# design 1

==> design_1/pinout.png <==
The bar under the picture is 20 um long. Pins as bars across the die edge, other pins in grey.
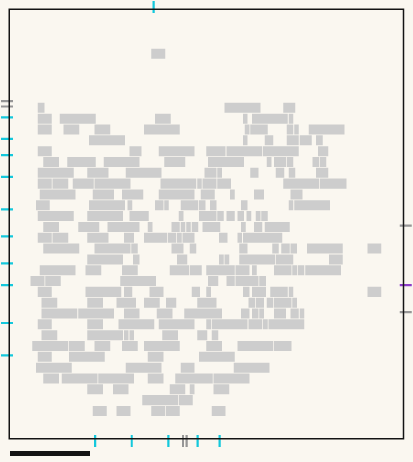

File: config.mk
export PLATFORM = sky130hd
export DESIGN_NAME = uart_sample_tx_flat
export DESIGN_NICKNAME = d
export VERILOG_FILES = /design/src/rtl/uart_sample_tx_if.sv /design/src/rtl/uart_sample_tx.sv /design/src/flat_wrapper.sv
export SDC_FILE = /design/constraint.sdc
export NUM_CORES = 1
export LEC_CHECK = 0
export CORE_ASPECT_RATIO = 1.1
export CORE_MARGIN = 5
export CORE_UTILIZATION = 30
export DETAILED_ROUTE_END_ITERATION = 8
export MAX_ROUTING_LAYER = met4
export PLACE_DENSITY = 0.55
export SYNTH_ARGS = -nofsm -noshare
export SYNTH_HDL_FRONTEND = slang
export SYNTH_SLANG_ARGS = --single-unit
File: constraint.sdc
create_clock -name clk -period 2.5 [get_ports clk]
set_input_delay 0.375 -clock clk [delete_from_list [all_inputs] [get_ports clk]]
set_output_delay 0.375 -clock clk [all_outputs]
set_load 0.01 [all_outputs]
File: src/rtl/uart_sample_tx_if.sv
`default_nettype none
// ============================================================================
// uart_sample_tx_if : sample stream handshake (data/valid/ready)
// Rev 1.0
// ============================================================================
interface uart_sample_tx_if;
    logic [15:0] sample_data;
    logic        sample_valid;
    logic        sample_ready;

    modport master (output sample_data, output sample_valid, input sample_ready);
    modport slave  (input sample_data, input sample_valid, output sample_ready);
endinterface
`default_nettype wire

File: src/rtl/uart_sample_tx.sv
`default_nettype none
// ============================================================================
// uart_sample_tx : 16-bit samples framed as {SYNC, hi, lo} and sent as 8N1 UART
// Rev 1.0
// ============================================================================
module uart_sample_tx #(
    parameter int          CLKS_PER_BIT = 104,
    parameter logic [7:0]  SYNC_BYTE    = 8'hA5,
    parameter int          STOP_BITS    = 1
) (
    input  wire logic       clk,
    input  wire logic       rst_n,
    uart_sample_tx_if.slave s_if,
    output logic            ftdi_tx,
    output logic            busy,
    output logic            frame_done
);

    localparam int                CNT_W     = (CLKS_PER_BIT > 1) ? $clog2(CLKS_PER_BIT) : 1;
    localparam logic [CNT_W-1:0]  CNT_LAST  = CNT_W'(CLKS_PER_BIT - 1);
    localparam logic [2:0]        STOP_LAST = 3'(STOP_BITS - 1);

    typedef enum logic [1:0] {
        ST_IDLE  = 2'd0,
        ST_START = 2'd1,
        ST_DATA  = 2'd2,
        ST_STOP  = 2'd3
    } state_t;

    state_t           state_q, state_d;
    logic [CNT_W-1:0] cnt_q, cnt_d;
    logic [2:0]       bit_idx_q, bit_idx_d;
    logic [1:0]       byte_idx_q, byte_idx_d;
    logic [23:0]      frame_q, frame_d;
    logic [15:0]      hold_q, hold_d;
    logic             hold_full_q, hold_full_d;
    logic             sample_ready_q, sample_ready_d;
    logic             tx_q, tx_d;
    logic             busy_q, busy_d;
    logic             frame_done_q, frame_done_d;
    logic             accept;
    logic             load_frame;
    logic [7:0]       cur_byte;
    logic [2:0]       next_bit_idx;

    always_comb begin
        case (byte_idx_q)
            2'd0:    cur_byte = frame_q[23:16];
            2'd1:    cur_byte = frame_q[15:8];
            default: cur_byte = frame_q[7:0];
        endcase
    end

    assign next_bit_idx = bit_idx_q + 3'd1;

    always_comb begin
        state_d      = state_q;
        cnt_d        = cnt_q;
        bit_idx_d    = bit_idx_q;
        byte_idx_d   = byte_idx_q;
        frame_d      = frame_q;
        hold_d       = hold_q;
        tx_d         = tx_q;
        busy_d       = busy_q;
        frame_done_d = 1'b0;
        load_frame   = 1'b0;
        accept       = s_if.sample_valid && sample_ready_q;

        case (state_q)
            ST_IDLE: begin
                tx_d   = 1'b1;
                busy_d = 1'b0;
                cnt_d  = '0;
                if (hold_full_q) begin
                    load_frame = 1'b1;
                    byte_idx_d = 2'd0;
                    state_d    = ST_START;
                    tx_d       = 1'b0;
                    busy_d     = 1'b1;
                end
            end
            ST_START: begin
                if (cnt_q == CNT_LAST) begin
                    cnt_d     = '0;
                    bit_idx_d = 3'd0;
                    state_d   = ST_DATA;
                    tx_d      = cur_byte[0];
                end else begin
                    cnt_d = cnt_q + 1'b1;
                end
            end
            ST_DATA: begin
                if (cnt_q == CNT_LAST) begin
                    cnt_d = '0;
                    if (bit_idx_q == 3'd7) begin
                        bit_idx_d = 3'd0;
                        state_d   = ST_STOP;
                        tx_d      = 1'b1;
                    end else begin
                        bit_idx_d = next_bit_idx;
                        tx_d      = cur_byte[next_bit_idx];
                    end
                end else begin
                    cnt_d = cnt_q + 1'b1;
                end
            end
            ST_STOP: begin
                if (cnt_q == CNT_LAST) begin
                    cnt_d = '0;
                    // bit_idx doubles as the stop-bit counter while in STOP
                    if (bit_idx_q != STOP_LAST) begin
                        bit_idx_d = next_bit_idx;
                    end else if (byte_idx_q != 2'd2) begin
                        byte_idx_d = byte_idx_q + 2'd1;
                        state_d    = ST_START;
                        tx_d       = 1'b0;
                    end else begin
                        frame_done_d = 1'b1;
                        if (hold_full_q) begin
                            load_frame = 1'b1;
                            byte_idx_d = 2'd0;
                            state_d    = ST_START;
                            tx_d       = 1'b0;
                        end else begin
                            state_d = ST_IDLE;
                            busy_d  = 1'b0;
                        end
                    end
                end else begin
                    cnt_d = cnt_q + 1'b1;
                end
            end
            default: begin
                state_d = ST_IDLE;
                tx_d    = 1'b1;
                busy_d  = 1'b0;
            end
        endcase

        if (load_frame) begin
            frame_d = {SYNC_BYTE, hold_q};
        end
        if (accept) begin
            hold_d = s_if.sample_data;
        end
        // a copy and an accept in one cycle leave the new sample held
        hold_full_d    = (hold_full_q && !load_frame) || accept;
        sample_ready_d = !hold_full_d;
    end

    always_ff @(posedge clk or negedge rst_n) begin
        if (!rst_n) begin
            state_q        <= ST_IDLE;
            cnt_q          <= '0;
            bit_idx_q      <= 3'd0;
            byte_idx_q     <= 2'd0;
            frame_q        <= 24'd0;
            hold_q         <= 16'd0;
            hold_full_q    <= 1'b0;
            sample_ready_q <= 1'b1;
            tx_q           <= 1'b1;
            busy_q         <= 1'b0;
            frame_done_q   <= 1'b0;
        end else begin
            state_q        <= state_d;
            cnt_q          <= cnt_d;
            bit_idx_q      <= bit_idx_d;
            byte_idx_q     <= byte_idx_d;
            frame_q        <= frame_d;
            hold_q         <= hold_d;
            hold_full_q    <= hold_full_d;
            sample_ready_q <= sample_ready_d;
            tx_q           <= tx_d;
            busy_q         <= busy_d;
            frame_done_q   <= frame_done_d;
        end
    end

    assign s_if.sample_ready = sample_ready_q;
    assign ftdi_tx           = tx_q;
    assign busy              = busy_q;
    assign frame_done        = frame_done_q;

endmodule
`default_nettype wire

File: src/flat_wrapper.sv
// flat-port wrapper written by rule: the top's interface ports become plain ports
module uart_sample_tx_flat 
#(
    parameter int          CLKS_PER_BIT = 104,
    parameter logic [7:0]  SYNC_BYTE    = 8'hA5,
    parameter int          STOP_BITS    = 1
)
  (clk, rst_n, ftdi_tx, busy, frame_done, s_if_sample_data, s_if_sample_valid, s_if_sample_ready);
  uart_sample_tx_if s_if_i ();
  input  wire logic clk;
  input  wire logic rst_n;
  output logic ftdi_tx;
  output logic busy;
  output logic frame_done;
  input wire logic [$bits(s_if_i.sample_data)-1:0] s_if_sample_data;
  input wire logic [$bits(s_if_i.sample_valid)-1:0] s_if_sample_valid;
  output wire logic [$bits(s_if_i.sample_ready)-1:0] s_if_sample_ready;
  assign s_if_i.sample_data = s_if_sample_data;
  assign s_if_i.sample_valid = s_if_sample_valid;
  assign s_if_sample_ready = s_if_i.sample_ready;
  uart_sample_tx #(.CLKS_PER_BIT(CLKS_PER_BIT), .SYNC_BYTE(SYNC_BYTE), .STOP_BITS(STOP_BITS)) u_core (.clk(clk), .rst_n(rst_n), .s_if(s_if_i), .ftdi_tx(ftdi_tx), .busy(busy), .frame_done(frame_done));
endmodule
# design 2

--- src/rtl/l2_cache_if.sv ---
// Line-wide request bus between the L1 arbiter, the L2 cache and physical memory.
// Requests are levels held until a one-cycle *_resp pulse; read and write are never both meaningful at once.
interface l2_cache_if;
  logic         l2_read;
  logic         l2_write;
  logic [15:0]  l2_addr;
  logic [127:0] l2_wdata;
  logic [127:0] l2_rdata;
  logic         l2_resp;
  logic         pmem_read;
  logic         pmem_write;
  logic [15:0]  pmem_addr;
  logic [127:0] pmem_wdata;
  logic [127:0] pmem_rdata;
  logic         pmem_resp;

  modport slave (
    input  l2_read, l2_write, l2_addr, l2_wdata, pmem_rdata, pmem_resp,
    output l2_rdata, l2_resp, pmem_read, pmem_write, pmem_addr, pmem_wdata
  );

  modport master (
    output l2_read, l2_write, l2_addr, l2_wdata, pmem_rdata, pmem_resp,
    input  l2_rdata, l2_resp, pmem_read, pmem_write, pmem_addr, pmem_wdata
  );
endinterface

--- src/rtl/l2_cache.sv ---
// Direct-mapped write-back L2 cache: whole 16-byte lines, dirty victim write-back then fill.
// Full-line write misses install directly without fetching the old line.
module l2_cache #(
  parameter int SETS = 8
) (
  input  logic        clk,
  input  logic        reset,
  l2_cache_if.slave   bus,
  output logic [2:0]  dbg_state
);
  localparam int IDX  = $clog2(SETS);
  localparam int TAGW = 12 - IDX;

  typedef enum logic [2:0] {S_IDLE, S_LOOKUP, S_WB, S_FILL, S_DONE} state_e;

  state_e            state_q, state_d;
  logic [11:0]       req_line_q, req_line_d;
  logic [127:0]      req_wdata_q, req_wdata_d;
  logic              req_write_q, req_write_d;
  logic              l2_resp_q, l2_resp_d;
  logic [127:0]      l2_rdata_q, l2_rdata_d;
  logic              pmem_read_q, pmem_read_d;
  logic              pmem_write_q, pmem_write_d;
  logic [SETS-1:0]   valid_q, valid_d;
  logic [SETS-1:0]   dirty_q, dirty_d;

  logic [127:0]      data_q [SETS];
  logic [TAGW-1:0]   tag_q  [SETS];
  logic              arr_we;
  logic [127:0]      arr_wdata;

  logic [IDX-1:0]    req_idx;
  logic [TAGW-1:0]   req_tag;
  logic              hit;

  assign req_idx = req_line_q[IDX-1:0];
  assign req_tag = req_line_q[11:IDX];
  assign hit     = valid_q[req_idx] && (tag_q[req_idx] == req_tag);

  always_comb begin
    state_d      = state_q;
    req_line_d   = req_line_q;
    req_wdata_d  = req_wdata_q;
    req_write_d  = req_write_q;
    l2_resp_d    = 1'b0;
    l2_rdata_d   = l2_rdata_q;
    pmem_read_d  = pmem_read_q;
    pmem_write_d = pmem_write_q;
    valid_d      = valid_q;
    dirty_d      = dirty_q;
    arr_we       = 1'b0;
    arr_wdata    = req_wdata_q;
    case (state_q)
      S_IDLE: begin
        if (bus.l2_read || bus.l2_write) begin
          req_line_d  = bus.l2_addr[15:4];
          req_wdata_d = bus.l2_wdata;
          req_write_d = bus.l2_write;
          state_d     = S_LOOKUP;
        end
      end
      S_LOOKUP: begin
        if (hit) begin
          l2_resp_d = 1'b1;
          if (req_write_q) begin
            arr_we           = 1'b1;
            dirty_d[req_idx] = 1'b1;
          end else begin
            l2_rdata_d = data_q[req_idx];
          end
          state_d = S_DONE;
        end else if (valid_q[req_idx] && dirty_q[req_idx]) begin
          pmem_write_d = 1'b1;
          state_d      = S_WB;
        end else if (req_write_q) begin
          // Whole-line write: nothing of the old line survives, so skip the fill.
          arr_we           = 1'b1;
          valid_d[req_idx] = 1'b1;
          dirty_d[req_idx] = 1'b1;
          l2_resp_d        = 1'b1;
          state_d          = S_DONE;
        end else begin
          pmem_read_d = 1'b1;
          state_d     = S_FILL;
        end
      end
      S_WB: begin
        if (bus.pmem_resp) begin
          pmem_write_d     = 1'b0;
          dirty_d[req_idx] = 1'b0;
          state_d          = S_LOOKUP;
        end
      end
      S_FILL: begin
        if (bus.pmem_resp) begin
          pmem_read_d      = 1'b0;
          arr_we           = 1'b1;
          arr_wdata        = bus.pmem_rdata;
          valid_d[req_idx] = 1'b1;
          dirty_d[req_idx] = 1'b0;
          state_d          = S_LOOKUP;
        end
      end
      S_DONE:  state_d = S_IDLE;
      default: state_d = S_IDLE;
    endcase
  end

  always_ff @(posedge clk or posedge reset) begin
    if (reset) begin
      state_q      <= S_IDLE;
      req_line_q   <= '0;
      req_wdata_q  <= '0;
      req_write_q  <= 1'b0;
      l2_resp_q    <= 1'b0;
      l2_rdata_q   <= '0;
      pmem_read_q  <= 1'b0;
      pmem_write_q <= 1'b0;
      valid_q      <= '0;
      dirty_q      <= '0;
    end else begin
      state_q      <= state_d;
      req_line_q   <= req_line_d;
      req_wdata_q  <= req_wdata_d;
      req_write_q  <= req_write_d;
      l2_resp_q    <= l2_resp_d;
      l2_rdata_q   <= l2_rdata_d;
      pmem_read_q  <= pmem_read_d;
      pmem_write_q <= pmem_write_d;
      valid_q      <= valid_d;
      dirty_q      <= dirty_d;
    end
  end

  // Line storage is not reset; valid bits gate every use of it.
  always_ff @(posedge clk) begin
    if (arr_we) begin
      data_q[req_idx] <= arr_wdata;
      tag_q[req_idx]  <= req_tag;
    end
  end

  assign bus.l2_resp    = l2_resp_q;
  assign bus.l2_rdata   = l2_rdata_q;
  assign bus.pmem_read  = pmem_read_q;
  assign bus.pmem_write = pmem_write_q;
  assign bus.pmem_addr  = (state_q == S_WB) ? {tag_q[req_idx], req_idx, 4'b0000}
                                            : {req_line_q, 4'b0000};
  assign bus.pmem_wdata = data_q[req_idx];
  assign dbg_state      = state_q;
endmodule

--- src/flat_wrapper.sv ---
// flat-port wrapper written by rule: the top's interface ports become plain ports
module l2_cache_flat 
#(
  parameter int SETS = 8
)
  (clk, reset, dbg_state, bus_l2_read, bus_l2_write, bus_l2_addr, bus_l2_wdata, bus_pmem_rdata, bus_pmem_resp, bus_l2_rdata, bus_l2_resp, bus_pmem_read, bus_pmem_write, bus_pmem_addr, bus_pmem_wdata);
  l2_cache_if bus_i ();
  input  logic clk;
  input  logic reset;
  output logic [2:0] dbg_state;
  input wire logic [$bits(bus_i.l2_read)-1:0] bus_l2_read;
  input wire logic [$bits(bus_i.l2_write)-1:0] bus_l2_write;
  input wire logic [$bits(bus_i.l2_addr)-1:0] bus_l2_addr;
  input wire logic [$bits(bus_i.l2_wdata)-1:0] bus_l2_wdata;
  input wire logic [$bits(bus_i.pmem_rdata)-1:0] bus_pmem_rdata;
  input wire logic [$bits(bus_i.pmem_resp)-1:0] bus_pmem_resp;
  output wire logic [$bits(bus_i.l2_rdata)-1:0] bus_l2_rdata;
  output wire logic [$bits(bus_i.l2_resp)-1:0] bus_l2_resp;
  output wire logic [$bits(bus_i.pmem_read)-1:0] bus_pmem_read;
  output wire logic [$bits(bus_i.pmem_write)-1:0] bus_pmem_write;
  output wire logic [$bits(bus_i.pmem_addr)-1:0] bus_pmem_addr;
  output wire logic [$bits(bus_i.pmem_wdata)-1:0] bus_pmem_wdata;
  assign bus_i.l2_read = bus_l2_read;
  assign bus_i.l2_write = bus_l2_write;
  assign bus_i.l2_addr = bus_l2_addr;
  assign bus_i.l2_wdata = bus_l2_wdata;
  assign bus_i.pmem_rdata = bus_pmem_rdata;
  assign bus_i.pmem_resp = bus_pmem_resp;
  assign bus_l2_rdata = bus_i.l2_rdata;
  assign bus_l2_resp = bus_i.l2_resp;
  assign bus_pmem_read = bus_i.pmem_read;
  assign bus_pmem_write = bus_i.pmem_write;
  assign bus_pmem_addr = bus_i.pmem_addr;
  assign bus_pmem_wdata = bus_i.pmem_wdata;
  l2_cache #(.SETS(SETS)) u_core (.clk(clk), .reset(reset), .bus(bus_i), .dbg_state(dbg_state));
endmodule
--- config.mk ---
export PLATFORM = sky130hd
export DESIGN_NAME = l2_cache_flat
export DESIGN_NICKNAME = d
export VERILOG_FILES = /design/src/rtl/l2_cache_if.sv /design/src/rtl/l2_cache.sv /design/src/flat_wrapper.sv
export SDC_FILE = /design/constraint.sdc
export NUM_CORES = 2
export LEC_CHECK = 0
export ABC_AREA = 1
export CORE_MARGIN = 10
export CORE_UTILIZATION = 35
export CTS_BUF_LIST = sky130_fd_sc_hd__clkbuf_16
export DETAILED_ROUTE_END_ITERATION = 10
export GPL_TIMING_DRIVEN = 0
export PLACE_DENSITY = 0.57
export SLEW_MARGIN = 5
export SYNTH_ARGS = -nofsm -noshare
export SYNTH_HDL_FRONTEND = slang
export SYNTH_SLANG_ARGS = --single-unit
--- constraint.sdc ---
create_clock -name clk -period 13.9 [get_ports clk]
set_clock_uncertainty 0.05 [all_clocks]
set_input_delay 3.475 -clock clk [delete_from_list [all_inputs] [get_ports clk]]
set_output_delay 3.475 -clock clk [all_outputs]
set_load 0.02 [all_outputs]
# design 3

**src/rtl/nx_node_exec.sv**
```systemverilog
// nx_node_exec: runs one mesh node's truth-table program in hardware.
// The program is streamed into a small instruction store. Each trigger snapshots
// node_in, executes one instruction per cycle, and then commits every node output
// at once.
module nx_node_exec #(
  parameter int INSTR_DEPTH = 32
) (
  input  logic                               clk,
  input  logic                               rst,
  input  logic                               ld_valid,
  output logic                               ld_ready,
  input  logic [26:0]                        ld_data,
  input  logic                               ld_last,
  input  logic                               trigger,
  input  logic [7:0]                         node_in,
  output logic [7:0]                         node_out,
  output logic                               busy,
  output logic                               done,
  output logic                               prog_valid,
  output logic [$clog2(INSTR_DEPTH+1)-1:0]   instr_count,
  output logic                               ld_overflow
);

  localparam int CW = $clog2(INSTR_DEPTH + 1);
  localparam int PW = (INSTR_DEPTH > 1) ? $clog2(INSTR_DEPTH) : 1;

  typedef enum logic [1:0] {
    IDLE   = 2'd0,
    EXEC   = 2'd1,
    COMMIT = 2'd2
  } state_t;

  state_t state, state_next;

  // The store has no reset; after a reset its contents are never read until a
  // new program has been loaded.
  logic [26:0]   store [INSTR_DEPTH];
  logic [CW-1:0] wptr;
  logic          prog_open;
  logic [PW-1:0] pc;
  logic [7:0]    in_q;
  logic [7:0]    regs;
  logic [7:0]    out_next;

  // Load-side decode. The first word of a new program starts writing at slot 0.
  logic          ld_fire;
  logic [CW-1:0] base_ptr;
  logic          store_full;
  logic [CW-1:0] wptr_after;

  assign ld_ready   = (state == IDLE) && !trigger;
  assign ld_fire    = ld_valid && ld_ready;
  assign base_ptr   = prog_open ? wptr : '0;
  assign store_full = (base_ptr == CW'(INSTR_DEPTH));
  assign wptr_after = store_full ? base_ptr : base_ptr + CW'(1);

  // Execute-side decode of the instruction at pc.
  logic [26:0] instr;
  logic [7:0]  truth;
  logic [2:0]  src_a, src_b, src_c, tgt_reg, out_idx;
  logic        a_ip, b_ip, c_ip, out_en;
  logic        op_a, op_b, op_c, result;
  logic        start, last_step;

  assign instr   = store[pc];
  assign truth   = instr[26:19];
  assign a_ip    = instr[18];
  assign src_a   = instr[17:15];
  assign b_ip    = instr[14];
  assign src_b   = instr[13:11];
  assign c_ip    = instr[10];
  assign src_c   = instr[9:7];
  assign tgt_reg = instr[6:4];
  assign out_en  = instr[3];
  assign out_idx = instr[2:0];

  assign op_a   = a_ip ? in_q[src_a] : regs[src_a];
  assign op_b   = b_ip ? in_q[src_b] : regs[src_b];
  assign op_c   = c_ip ? in_q[src_c] : regs[src_c];
  assign result = truth[{op_a, op_b, op_c}];

  assign start     = (state == IDLE) && trigger && prog_valid && (instr_count != '0);
  assign last_step = (CW'(pc) == (instr_count - CW'(1)));
  assign busy      = (state != IDLE);

  // Instruction store write port; words beyond the store depth are dropped.
  always_ff @(posedge clk) begin
    if (ld_fire && !store_full) begin
      store[base_ptr[PW-1:0]] <= ld_data;
    end
  end

  // Program bookkeeping: write pointer, completion, length and the overflow flag.
  always_ff @(posedge clk or posedge rst) begin
    if (rst) begin
      wptr        <= '0;
      prog_open   <= 1'b0;
      prog_valid  <= 1'b0;
      instr_count <= '0;
      ld_overflow <= 1'b0;
    end else if (ld_fire) begin
      wptr        <= wptr_after;
      ld_overflow <= (prog_open ? ld_overflow : 1'b0) | store_full;
      if (ld_last) begin
        prog_valid  <= 1'b1;
        instr_count <= wptr_after;
        prog_open   <= 1'b0;
      end else begin
        prog_valid  <= 1'b0;
        prog_open   <= 1'b1;
      end
    end
  end

  // State register.
  always_ff @(posedge clk or posedge rst) begin
    if (rst) begin
      state <= IDLE;
    end else begin
      state <= state_next;
    end
  end

  // Next-state logic: one EXEC cycle per instruction, then a single COMMIT.
  always_comb begin
    state_next = state;
    case (state)
      IDLE:    if (start) state_next = EXEC;
      EXEC:    if (last_step) state_next = COMMIT;
      COMMIT:  state_next = IDLE;
      default: state_next = IDLE;
    endcase
  end

  // Evaluation datapath: snapshot and clear on start, then one instruction per cycle.
  always_ff @(posedge clk or posedge rst) begin
    if (rst) begin
      in_q     <= '0;
      regs     <= '0;
      out_next <= '0;
      pc       <= '0;
    end else if (start) begin
      in_q     <= node_in;
      regs     <= '0;
      out_next <= '0;
      pc       <= '0;
    end else if (state == EXEC) begin
      regs[tgt_reg] <= result;
      if (out_en) begin
        out_next[out_idx] <= result;
      end
      if (!last_step) begin
        pc <= pc + PW'(1);
      end
    end
  end

  // Atomic output commit with a one-cycle done pulse.
  always_ff @(posedge clk or posedge rst) begin
    if (rst) begin
      node_out <= '0;
      done     <= 1'b0;
    end else begin
      done <= (state == COMMIT);
      if (state == COMMIT) begin
        node_out <= out_next;
      end
    end
  end

endmodule

```
**config.mk**
```make
export PLATFORM = sky130hd
export DESIGN_NAME = nx_node_exec
export DESIGN_NICKNAME = d
export VERILOG_FILES = /design/src/rtl/nx_node_exec.sv
export SDC_FILE = /design/constraint.sdc
export NUM_CORES = 1
export LEC_CHECK = 0
export CAP_MARGIN = 10
export CORE_ASPECT_RATIO = 0.7
export CORE_MARGIN = 2
export CORE_UTILIZATION = 56
export DETAILED_ROUTE_END_ITERATION = 7
export PLACE_DENSITY = 0.75
export SETUP_SLACK_MARGIN = 0.4
export SLEW_MARGIN = 15
export SYNTH_ARGS = -nofsm -noshare
export SYNTH_HDL_FRONTEND = slang
export SYNTH_SLANG_ARGS = --single-unit
```
**constraint.sdc**
```tcl
create_clock -name clk -period 3.9 [get_ports clk]
set_input_delay 0.78 -clock clk [delete_from_list [all_inputs] [get_ports clk]]
set_output_delay 0.78 -clock clk [all_outputs]
set_load 0.02 [all_outputs]
```
# design 4

### src/rtl/mem_port_arbiter_if.sv
// Requester-side and memory-side bus bundle of mem_port_arbiter.
// slave is the arbiter's view; master is the view of the clients and memory model around it.
interface mem_port_arbiter_if #(
    parameter int NUM_REQ = 2,
    parameter int XLEN    = 32
);
    // Requester side, flattened: requester i occupies [i*XLEN +: XLEN] and [i*2 +: 2]
    logic [NUM_REQ-1:0]      req_type;
    logic [NUM_REQ*XLEN-1:0] req_address;
    logic [NUM_REQ*XLEN-1:0] req_data;
    logic [NUM_REQ*2-1:0]    req_length;
    logic [NUM_REQ-1:0]      req_valid;
    logic [NUM_REQ-1:0]      req_ready;
    logic [XLEN-1:0]         resp_address;
    logic [XLEN-1:0]         resp_data;
    logic [NUM_REQ-1:0]      resp_valid;
    logic [NUM_REQ-1:0]      resp_ready;

    // Shared memory port
    logic                    mem_req_type;
    logic [XLEN-1:0]         mem_req_address;
    logic [XLEN-1:0]         mem_req_data;
    logic [1:0]              mem_req_length;
    logic                    mem_req_valid;
    logic                    mem_req_ready;
    logic [XLEN-1:0]         mem_resp_address;
    logic [XLEN-1:0]         mem_resp_data;
    logic                    mem_resp_valid;
    logic                    mem_resp_ready;

    modport slave (
        input  req_type, req_address, req_data, req_length, req_valid, resp_ready,
        input  mem_req_ready, mem_resp_address, mem_resp_data, mem_resp_valid,
        output req_ready, resp_address, resp_data, resp_valid,
        output mem_req_type, mem_req_address, mem_req_data, mem_req_length, mem_req_valid,
        output mem_resp_ready
    );

    modport master (
        output req_type, req_address, req_data, req_length, req_valid, resp_ready,
        output mem_req_ready, mem_resp_address, mem_resp_data, mem_resp_valid,
        input  req_ready, resp_address, resp_data, resp_valid,
        input  mem_req_type, mem_req_address, mem_req_data, mem_req_length, mem_req_valid,
        input  mem_resp_ready
    );
endinterface

### src/rtl/mem_port_arbiter.sv
// Round-robin arbiter sharing one memory port among NUM_REQ requesters, one transaction in flight.
// Define MEM_ARB_TIMEOUT_EN to build the response watchdog (adds parameter TIMEOUT_CYCLES, >= 1).
module mem_port_arbiter #(
    parameter int NUM_REQ = 2,
    parameter int XLEN    = 32
`ifdef MEM_ARB_TIMEOUT_EN
    ,
    parameter int unsigned TIMEOUT_CYCLES = 1024
`endif
) (
    input  logic              clk,
    input  logic              reset_n,
    mem_port_arbiter_if.slave bus,
    output logic              busy,
    output logic              timeout_err
);
    localparam int IDX_W = $clog2(NUM_REQ);

    localparam logic [1:0] ST_IDLE  = 2'd0;
    localparam logic [1:0] ST_ISSUE = 2'd1;
    localparam logic [1:0] ST_WAIT  = 2'd2;

    logic [1:0]       state_q, state_d;
    logic [IDX_W-1:0] rr_ptr_q, rr_ptr_d;
    logic [IDX_W-1:0] grant_q, grant_d;
    logic             type_q, type_d;
    logic [XLEN-1:0]  addr_q, addr_d;
    logic [XLEN-1:0]  data_q, data_d;
    logic [1:0]       len_q, len_d;

    logic             win_found;
    logic [IDX_W-1:0] win_idx;
    logic [IDX_W-1:0] cand;
    logic             sel_type;
    logic [XLEN-1:0]  sel_addr;
    logic [XLEN-1:0]  sel_data;
    logic [1:0]       sel_len;
    logic             resp_hs;
    logic             tmo_hit;

    function automatic logic [IDX_W-1:0] next_idx(input logic [IDX_W-1:0] p);
        return (p == IDX_W'(NUM_REQ - 1)) ? '0 : p + 1'b1;
    endfunction

    function automatic logic [NUM_REQ-1:0] onehot(input logic [IDX_W-1:0] p);
        return {{(NUM_REQ-1){1'b0}}, 1'b1} << p;
    endfunction

    // NOTE: every variable written in an always_comb gets a default first, so no path infers a latch.
    always_comb begin
        win_found = 1'b0;
        win_idx   = '0;
        cand      = rr_ptr_q;
        for (int k = 0; k < NUM_REQ; k++) begin
            if (!win_found && bus.req_valid[cand]) begin
                win_found = 1'b1;
                win_idx   = cand;
            end
            cand = next_idx(cand);
        end
    end

    always_comb begin
        sel_type = bus.req_type[win_idx];
        sel_addr = bus.req_address[int'(win_idx) * XLEN +: XLEN];
        sel_data = bus.req_data[int'(win_idx) * XLEN +: XLEN];
        sel_len  = bus.req_length[int'(win_idx) * 2 +: 2];
    end

    assign resp_hs = (state_q == ST_WAIT) && bus.mem_resp_valid && bus.resp_ready[grant_q];

    always_comb begin
        state_d  = state_q;
        rr_ptr_d = rr_ptr_q;
        grant_d  = grant_q;
        type_d   = type_q;
        addr_d   = addr_q;
        data_d   = data_q;
        len_d    = len_q;
        case (state_q)
            ST_IDLE: begin
                // The winner's req_ready is already high, so a valid winner is a handshake.
                if (win_found) begin
                    state_d = ST_ISSUE;
                    grant_d = win_idx;
                    type_d  = sel_type;
                    addr_d  = sel_addr;
                    data_d  = sel_data;
                    len_d   = sel_len;
                end
            end
            ST_ISSUE: begin
                if (bus.mem_req_ready) state_d = ST_WAIT;
            end
            ST_WAIT: begin
                if (resp_hs) begin
                    state_d  = ST_IDLE;
                    rr_ptr_d = next_idx(grant_q);
                end
            end
            default: state_d = ST_IDLE;
        endcase
        // An abandoned transaction still moves the pointer on, so the stuck requester is not retried first.
        if (tmo_hit) begin
            state_d  = ST_IDLE;
            rr_ptr_d = next_idx(grant_q);
        end
    end

    // NOTE: sequential state uses non-blocking assignments so every register samples pre-edge values.
    always_ff @(posedge clk or negedge reset_n) begin
        if (!reset_n) begin
            state_q  <= ST_IDLE;
            rr_ptr_q <= '0;
            grant_q  <= '0;
            // NOTE: the latched request fields are reset as well because mem_req_* must read 0 out of reset.
            type_q   <= 1'b0;
            addr_q   <= '0;
            data_q   <= '0;
            len_q    <= '0;
        end else begin
            state_q  <= state_d;
            rr_ptr_q <= rr_ptr_d;
            grant_q  <= grant_d;
            type_q   <= type_d;
            addr_q   <= addr_d;
            data_q   <= data_d;
            len_q    <= len_d;
        end
    end

`ifdef MEM_ARB_TIMEOUT_EN
    logic [31:0] tmo_cnt_q, tmo_cnt_d;
    logic        tmo_err_q, tmo_err_d;

    // A completing response in the limit cycle wins over the watchdog.
    assign tmo_hit   = (state_q != ST_IDLE) && (tmo_cnt_q == TIMEOUT_CYCLES - 1) && !resp_hs;
    assign tmo_cnt_d = (state_q == ST_IDLE) ? '0 : tmo_cnt_q + 32'd1;
    assign tmo_err_d = tmo_err_q | tmo_hit;

    always_ff @(posedge clk or negedge reset_n) begin
        if (!reset_n) begin
            tmo_cnt_q <= '0;
            tmo_err_q <= 1'b0;
        end else begin
            tmo_cnt_q <= tmo_cnt_d;
            tmo_err_q <= tmo_err_d;
        end
    end

    assign timeout_err = tmo_err_q;
`else
    assign tmo_hit     = 1'b0;
    assign timeout_err = 1'b0;
`endif

    assign bus.req_ready = (state_q == ST_IDLE && win_found) ? onehot(win_idx) : '0;

    assign bus.mem_req_type    = type_q;
    assign bus.mem_req_address = addr_q;
    assign bus.mem_req_data    = data_q;
    assign bus.mem_req_length  = len_q;
    assign bus.mem_req_valid   = (state_q == ST_ISSUE);

    // Response path is a pure pass-through steered by the latched grant.
    assign bus.resp_address   = bus.mem_resp_address;
    assign bus.resp_data      = bus.mem_resp_data;
    assign bus.resp_valid     = (state_q == ST_WAIT && bus.mem_resp_valid) ? onehot(grant_q) : '0;
    assign bus.mem_resp_ready = (state_q == ST_WAIT) && bus.resp_ready[grant_q];

    assign busy = (state_q != ST_IDLE);
endmodule

### src/flat_wrapper.sv
// flat-port wrapper written by rule: the top's interface ports become plain ports
module mem_port_arbiter_flat 
#(
    parameter int NUM_REQ = 2,
    parameter int XLEN    = 32

)
  (clk, reset_n, busy, timeout_err, bus_req_type, bus_req_address, bus_req_data, bus_req_length, bus_req_valid, bus_resp_ready, bus_mem_req_ready, bus_mem_resp_address, bus_mem_resp_data, bus_mem_resp_valid, bus_req_ready, bus_resp_address, bus_resp_data, bus_resp_valid, bus_mem_req_type, bus_mem_req_address, bus_mem_req_data, bus_mem_req_length, bus_mem_req_valid, bus_mem_resp_ready);
  mem_port_arbiter_if #(.NUM_REQ(NUM_REQ), .XLEN(XLEN)) bus_i ();
  input  logic clk;
  input  logic reset_n;
  output logic busy;
  output logic timeout_err;
  input wire logic [$bits(bus_i.req_type)-1:0] bus_req_type;
  input wire logic [$bits(bus_i.req_address)-1:0] bus_req_address;
  input wire logic [$bits(bus_i.req_data)-1:0] bus_req_data;
  input wire logic [$bits(bus_i.req_length)-1:0] bus_req_length;
  input wire logic [$bits(bus_i.req_valid)-1:0] bus_req_valid;
  input wire logic [$bits(bus_i.resp_ready)-1:0] bus_resp_ready;
  input wire logic [$bits(bus_i.mem_req_ready)-1:0] bus_mem_req_ready;
  input wire logic [$bits(bus_i.mem_resp_address)-1:0] bus_mem_resp_address;
  input wire logic [$bits(bus_i.mem_resp_data)-1:0] bus_mem_resp_data;
  input wire logic [$bits(bus_i.mem_resp_valid)-1:0] bus_mem_resp_valid;
  output wire logic [$bits(bus_i.req_ready)-1:0] bus_req_ready;
  output wire logic [$bits(bus_i.resp_address)-1:0] bus_resp_address;
  output wire logic [$bits(bus_i.resp_data)-1:0] bus_resp_data;
  output wire logic [$bits(bus_i.resp_valid)-1:0] bus_resp_valid;
  output wire logic [$bits(bus_i.mem_req_type)-1:0] bus_mem_req_type;
  output wire logic [$bits(bus_i.mem_req_address)-1:0] bus_mem_req_address;
  output wire logic [$bits(bus_i.mem_req_data)-1:0] bus_mem_req_data;
  output wire logic [$bits(bus_i.mem_req_length)-1:0] bus_mem_req_length;
  output wire logic [$bits(bus_i.mem_req_valid)-1:0] bus_mem_req_valid;
  output wire logic [$bits(bus_i.mem_resp_ready)-1:0] bus_mem_resp_ready;
  assign bus_i.req_type = bus_req_type;
  assign bus_i.req_address = bus_req_address;
  assign bus_i.req_data = bus_req_data;
  assign bus_i.req_length = bus_req_length;
  assign bus_i.req_valid = bus_req_valid;
  assign bus_i.resp_ready = bus_resp_ready;
  assign bus_i.mem_req_ready = bus_mem_req_ready;
  assign bus_i.mem_resp_address = bus_mem_resp_address;
  assign bus_i.mem_resp_data = bus_mem_resp_data;
  assign bus_i.mem_resp_valid = bus_mem_resp_valid;
  assign bus_req_ready = bus_i.req_ready;
  assign bus_resp_address = bus_i.resp_address;
  assign bus_resp_data = bus_i.resp_data;
  assign bus_resp_valid = bus_i.resp_valid;
  assign bus_mem_req_type = bus_i.mem_req_type;
  assign bus_mem_req_address = bus_i.mem_req_address;
  assign bus_mem_req_data = bus_i.mem_req_data;
  assign bus_mem_req_length = bus_i.mem_req_length;
  assign bus_mem_req_valid = bus_i.mem_req_valid;
  assign bus_mem_resp_ready = bus_i.mem_resp_ready;
  mem_port_arbiter #(.NUM_REQ(NUM_REQ), .XLEN(XLEN)) u_core (.clk(clk), .reset_n(reset_n), .bus(bus_i), .busy(busy), .timeout_err(timeout_err));
endmodule
### config.mk
export PLATFORM = sky130hd
export DESIGN_NAME = mem_port_arbiter_flat
export DESIGN_NICKNAME = d
export VERILOG_FILES = /design/src/rtl/mem_port_arbiter_if.sv /design/src/rtl/mem_port_arbiter.sv /design/src/flat_wrapper.sv
export SDC_FILE = /design/constraint.sdc
export NUM_CORES = 1
export LEC_CHECK = 0
export ABC_AREA = 1
export CAP_MARGIN = 30
export CORE_AREA = 5 5 129 131
export DETAILED_ROUTE_END_ITERATION = 7
export DIE_AREA = 0 0 134 136
export PLACE_DENSITY = 0.69
export SLEW_MARGIN = 0
export SYNTH_ARGS = -nofsm -noshare
export SYNTH_HDL_FRONTEND = slang
export SYNTH_SLANG_ARGS = --single-unit
### constraint.sdc
create_clock -name clk -period 1.45 [get_ports clk]
set_input_delay 0.2175 -clock clk [delete_from_list [all_inputs] [get_ports clk]]
set_output_delay 0.2175 -clock clk [all_outputs]
set_load 0.02 [all_outputs]
==> design_3/placed.png <==
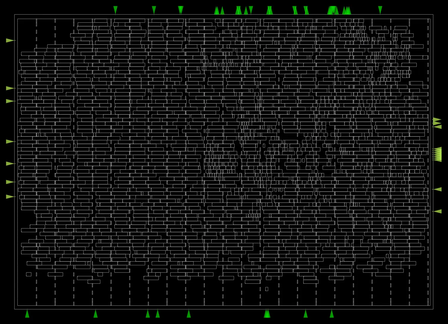
flip-flops: 919
Taps Inserted: 880
Util after Layout: 0.663

==> results.sh, design 3 <==
# flow metrics
export IMPL_adder_share=0.00239
export IMPL_synthFlopType="edfxtp_1"
export IMPL_design_area_sq_mm=0.0429
export IMPL_crit_start="pc[0]"
export IMPL_worst_slack_ns=-0.0618
export IMPL_hpwl_um=51300
export IMPL_grt_max_degree=75
export IMPL_violations="negative setup slack"
export IMPL_worst_path_stages=16
export IMPL_crit_type="flop to flop"
export IMPL_buffers_excl_clock=196
export IMPL_syn_instance_count=1820
export IMPL_outcome="complete, but fails checks"
export IMPL_setup_viol=9
export IMPL_clock_sinks=919
export IMPL_ys_cells=1820
export IMPL_cp_arrival_ns=4.51
export IMPL_hold_path_class="flop to flop"
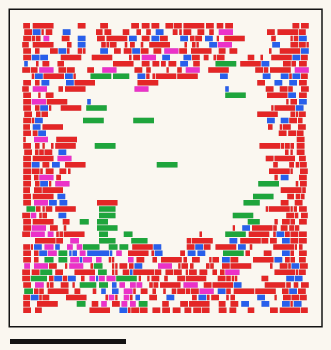
(design_4/sizing.png)
The bar under the picture is 50 um long.
x1 and smaller -> red  # cells 455
x3 and x4 -> magenta  # cells 52
x2 -> blue  # cells 100
x6 and larger -> green  # cells 42
post-route cell area: 0.00723 sq mm
final setup margin: -0.0800 ns
buffers outside the clock class: 259
Area Overhead vs Synth: 79.8%

==> design_4/m3.png <==
The bar under the picture is 50 um long.
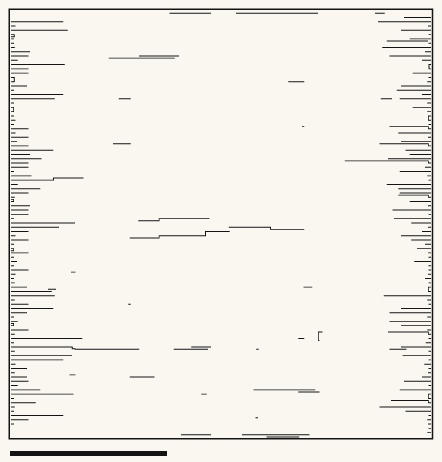
longest straight run = 26.5 um
nets with wire on the layer = 186
share of all routed wire = 8.2%
main direction = horizontal
wire length on this layer = 1,380 um
Total Routed Length: 16,900 um
vias: 4,284

==> results.sh, design 4 <==
# flow metrics
export IMPL_outcome="complete, but fails checks"
export IMPL_violations="negative setup slack"
export IMPL_fin_crit_ns=1.53
export IMPL_comb_cells=297
export IMPL_place_ws_ns=-0.528
export IMPL_die_x_um=134
export IMPL_avgSynthCellArea_sq_um=8.30
export IMPL_met2_wirelength_um=8320
export IMPL_yosys_area_share_simple=0.364
export IMPL_clk_pin_slew_ns=0.06
export IMPL_core_area_sq_mm=0.0155
export IMPL_worst_slack_ns=-0.0800
export IMPL_cpPeakStageDelay_ns=0.39
export IMPL_p_sw_frac=0.454
export IMPL_clock_path_buffers=2
export IMPL_flops=71
export IMPL_p_int_uw=7750
export IMPL_setup_viol=66
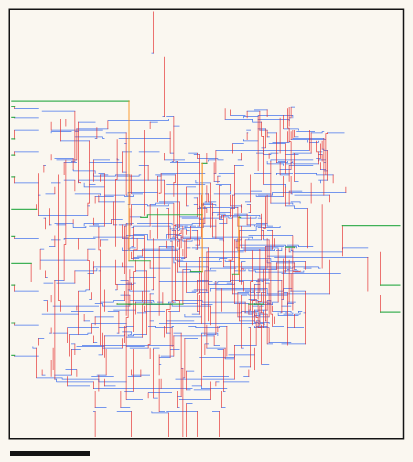
(design_1/layers.png)
The bar under the picture is 20 um long.
M4 -> orange  # wire length 81.6 um
M3 -> green  # wire length 121 um
M1 -> blue  # wire length 2,210 um
M2 -> red  # wire length 2,180 um

About design_1/pinout.png:
s_if_sample_data -> cyan  # pins 16, direction input, edge 10 left, 5 bottom, 1 top
busy -> purple  # pins 1, direction output, edge right
all pins by edge = 12 left, 7 bottom, 3 right, 1 top
chip height: 108 um
IO Port Bufs: 22
die x size: 98.7 um

==> results.sh, design 1 <==
# flow metrics
export IMPL_outcome="complete, no violations"
export IMPL_path_delay_family="simple AND/OR/NAND/NOR gates"
export IMPL_top_regs="u_core.frame_q: 17 flops, u_core.hold_q: 16 flops, u_core.cnt_q: 7 flops"
export IMPL_synthTopCellsByCount="dfrtp_1 (50), mux2_2 (28), nor2_1 (14), o21ai_0 (13), nand2_1 (11)"
export IMPL_crit_start="u_core.bit_idx_q[0]"
export IMPL_clock_area_frac=0.0315
export IMPL_grt_use_met3=0.0220
export IMPL_ys_sh_mux=0.194
export IMPL_drtIter0Drc=58
export IMPL_aoi_share=0.0964
export IMPL_relSlewSlack=0.527
export IMPL_crit_buf_inv=2
export IMPL_clk_pin_slew_ns=0.10
export IMPL_skew_ns=0.00961
export IMPL_area_growth_pct=16.4
==> design_2/m3.png <==
The bar under the picture is 100 um long.
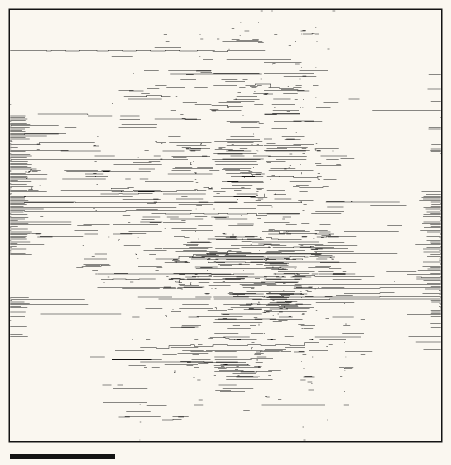
main direction = horizontal
share of all routed wire = 9.0%
nets with wire on the layer = 640
wire length on this layer = 18,600 um
vias: 37,300
Total Routed Length: 207,000 um
met3 usage: 0.0564

==> results.sh, design 2 <==
# flow metrics
export IMPL_cap_violations=1
export IMPL_crit_type="flop to primary output"
export IMPL_n_fill_cell=13800
export IMPL_gp_congestion=0.846
export IMPL_chipArea_sq_mm=0.168
export IMPL_drv_slew=1
export IMPL_comb_area_sq_mm=0.0111
export IMPL_clk_latency_ns=0.79
export IMPL_rsz0062_at_grt="false"
export IMPL_p_clk_uw=3780
export IMPL_violations="max-capacitance violations, max-slew violations"
export IMPL_cpPeakStageDelay_ns=0.97
export IMPL_outcome="complete, but fails checks"
export IMPL_ys_warn_count=0
export IMPL_routed_via_density=5.30

==> notes/layouts.md <==
Pictures saved along the way, in no particular order.

Signal wires on met4.
Supply wires on this layer in grey. Cells faint in the background.
image #1
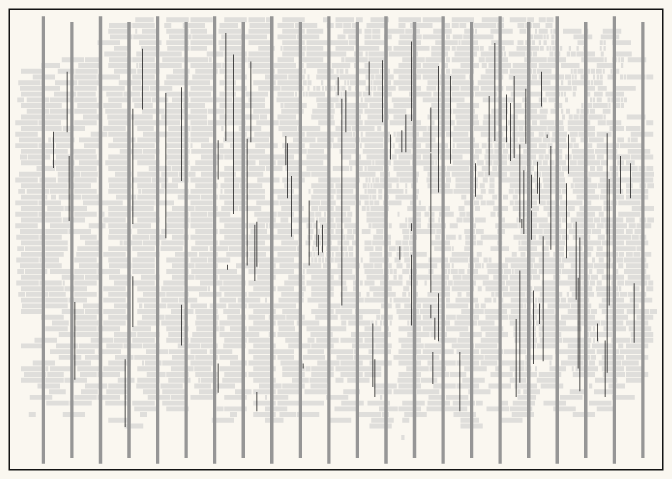
image #2
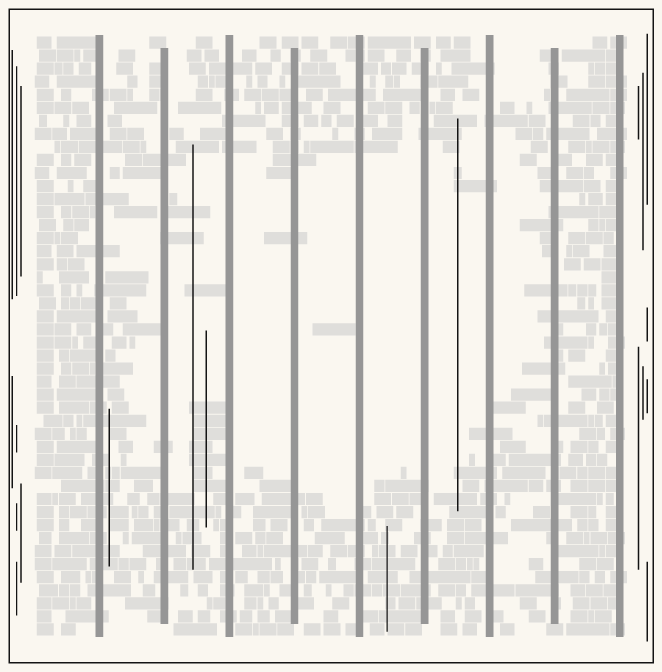
image #3
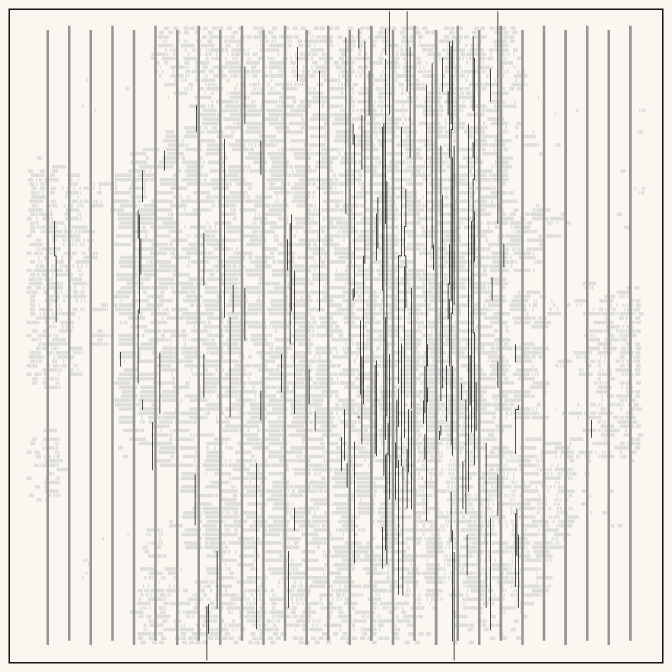
Design 4 is image #2.
Design 3 is image #1.
Design 2 is image #3.



==> gallery <==
Signal wires by layer.
(a)
The bar under the picture is 50 um long.
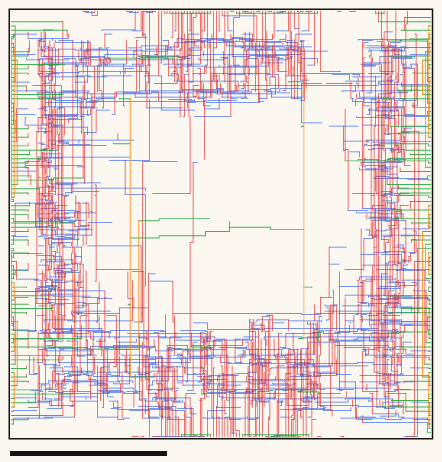
(b)
The bar under the picture is 100 um long.
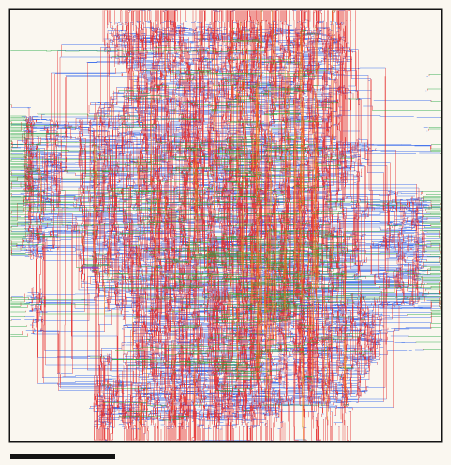
(c)
The bar under the picture is 100 um long.
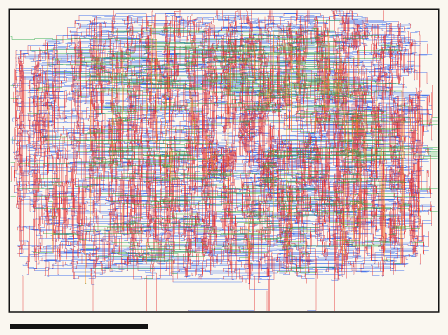
For design 4, see (a).
For design 3, see (c).
For design 2, see (b).
Of these, largest die: (b)
Of these, smallest die: (a)

Key to (a):
M2 -> red  # wire length 8,320 um
M3 -> green  # wire length 1,380 um
M1 -> blue  # wire length 6,580 um
M4 -> orange  # wire length 639 um

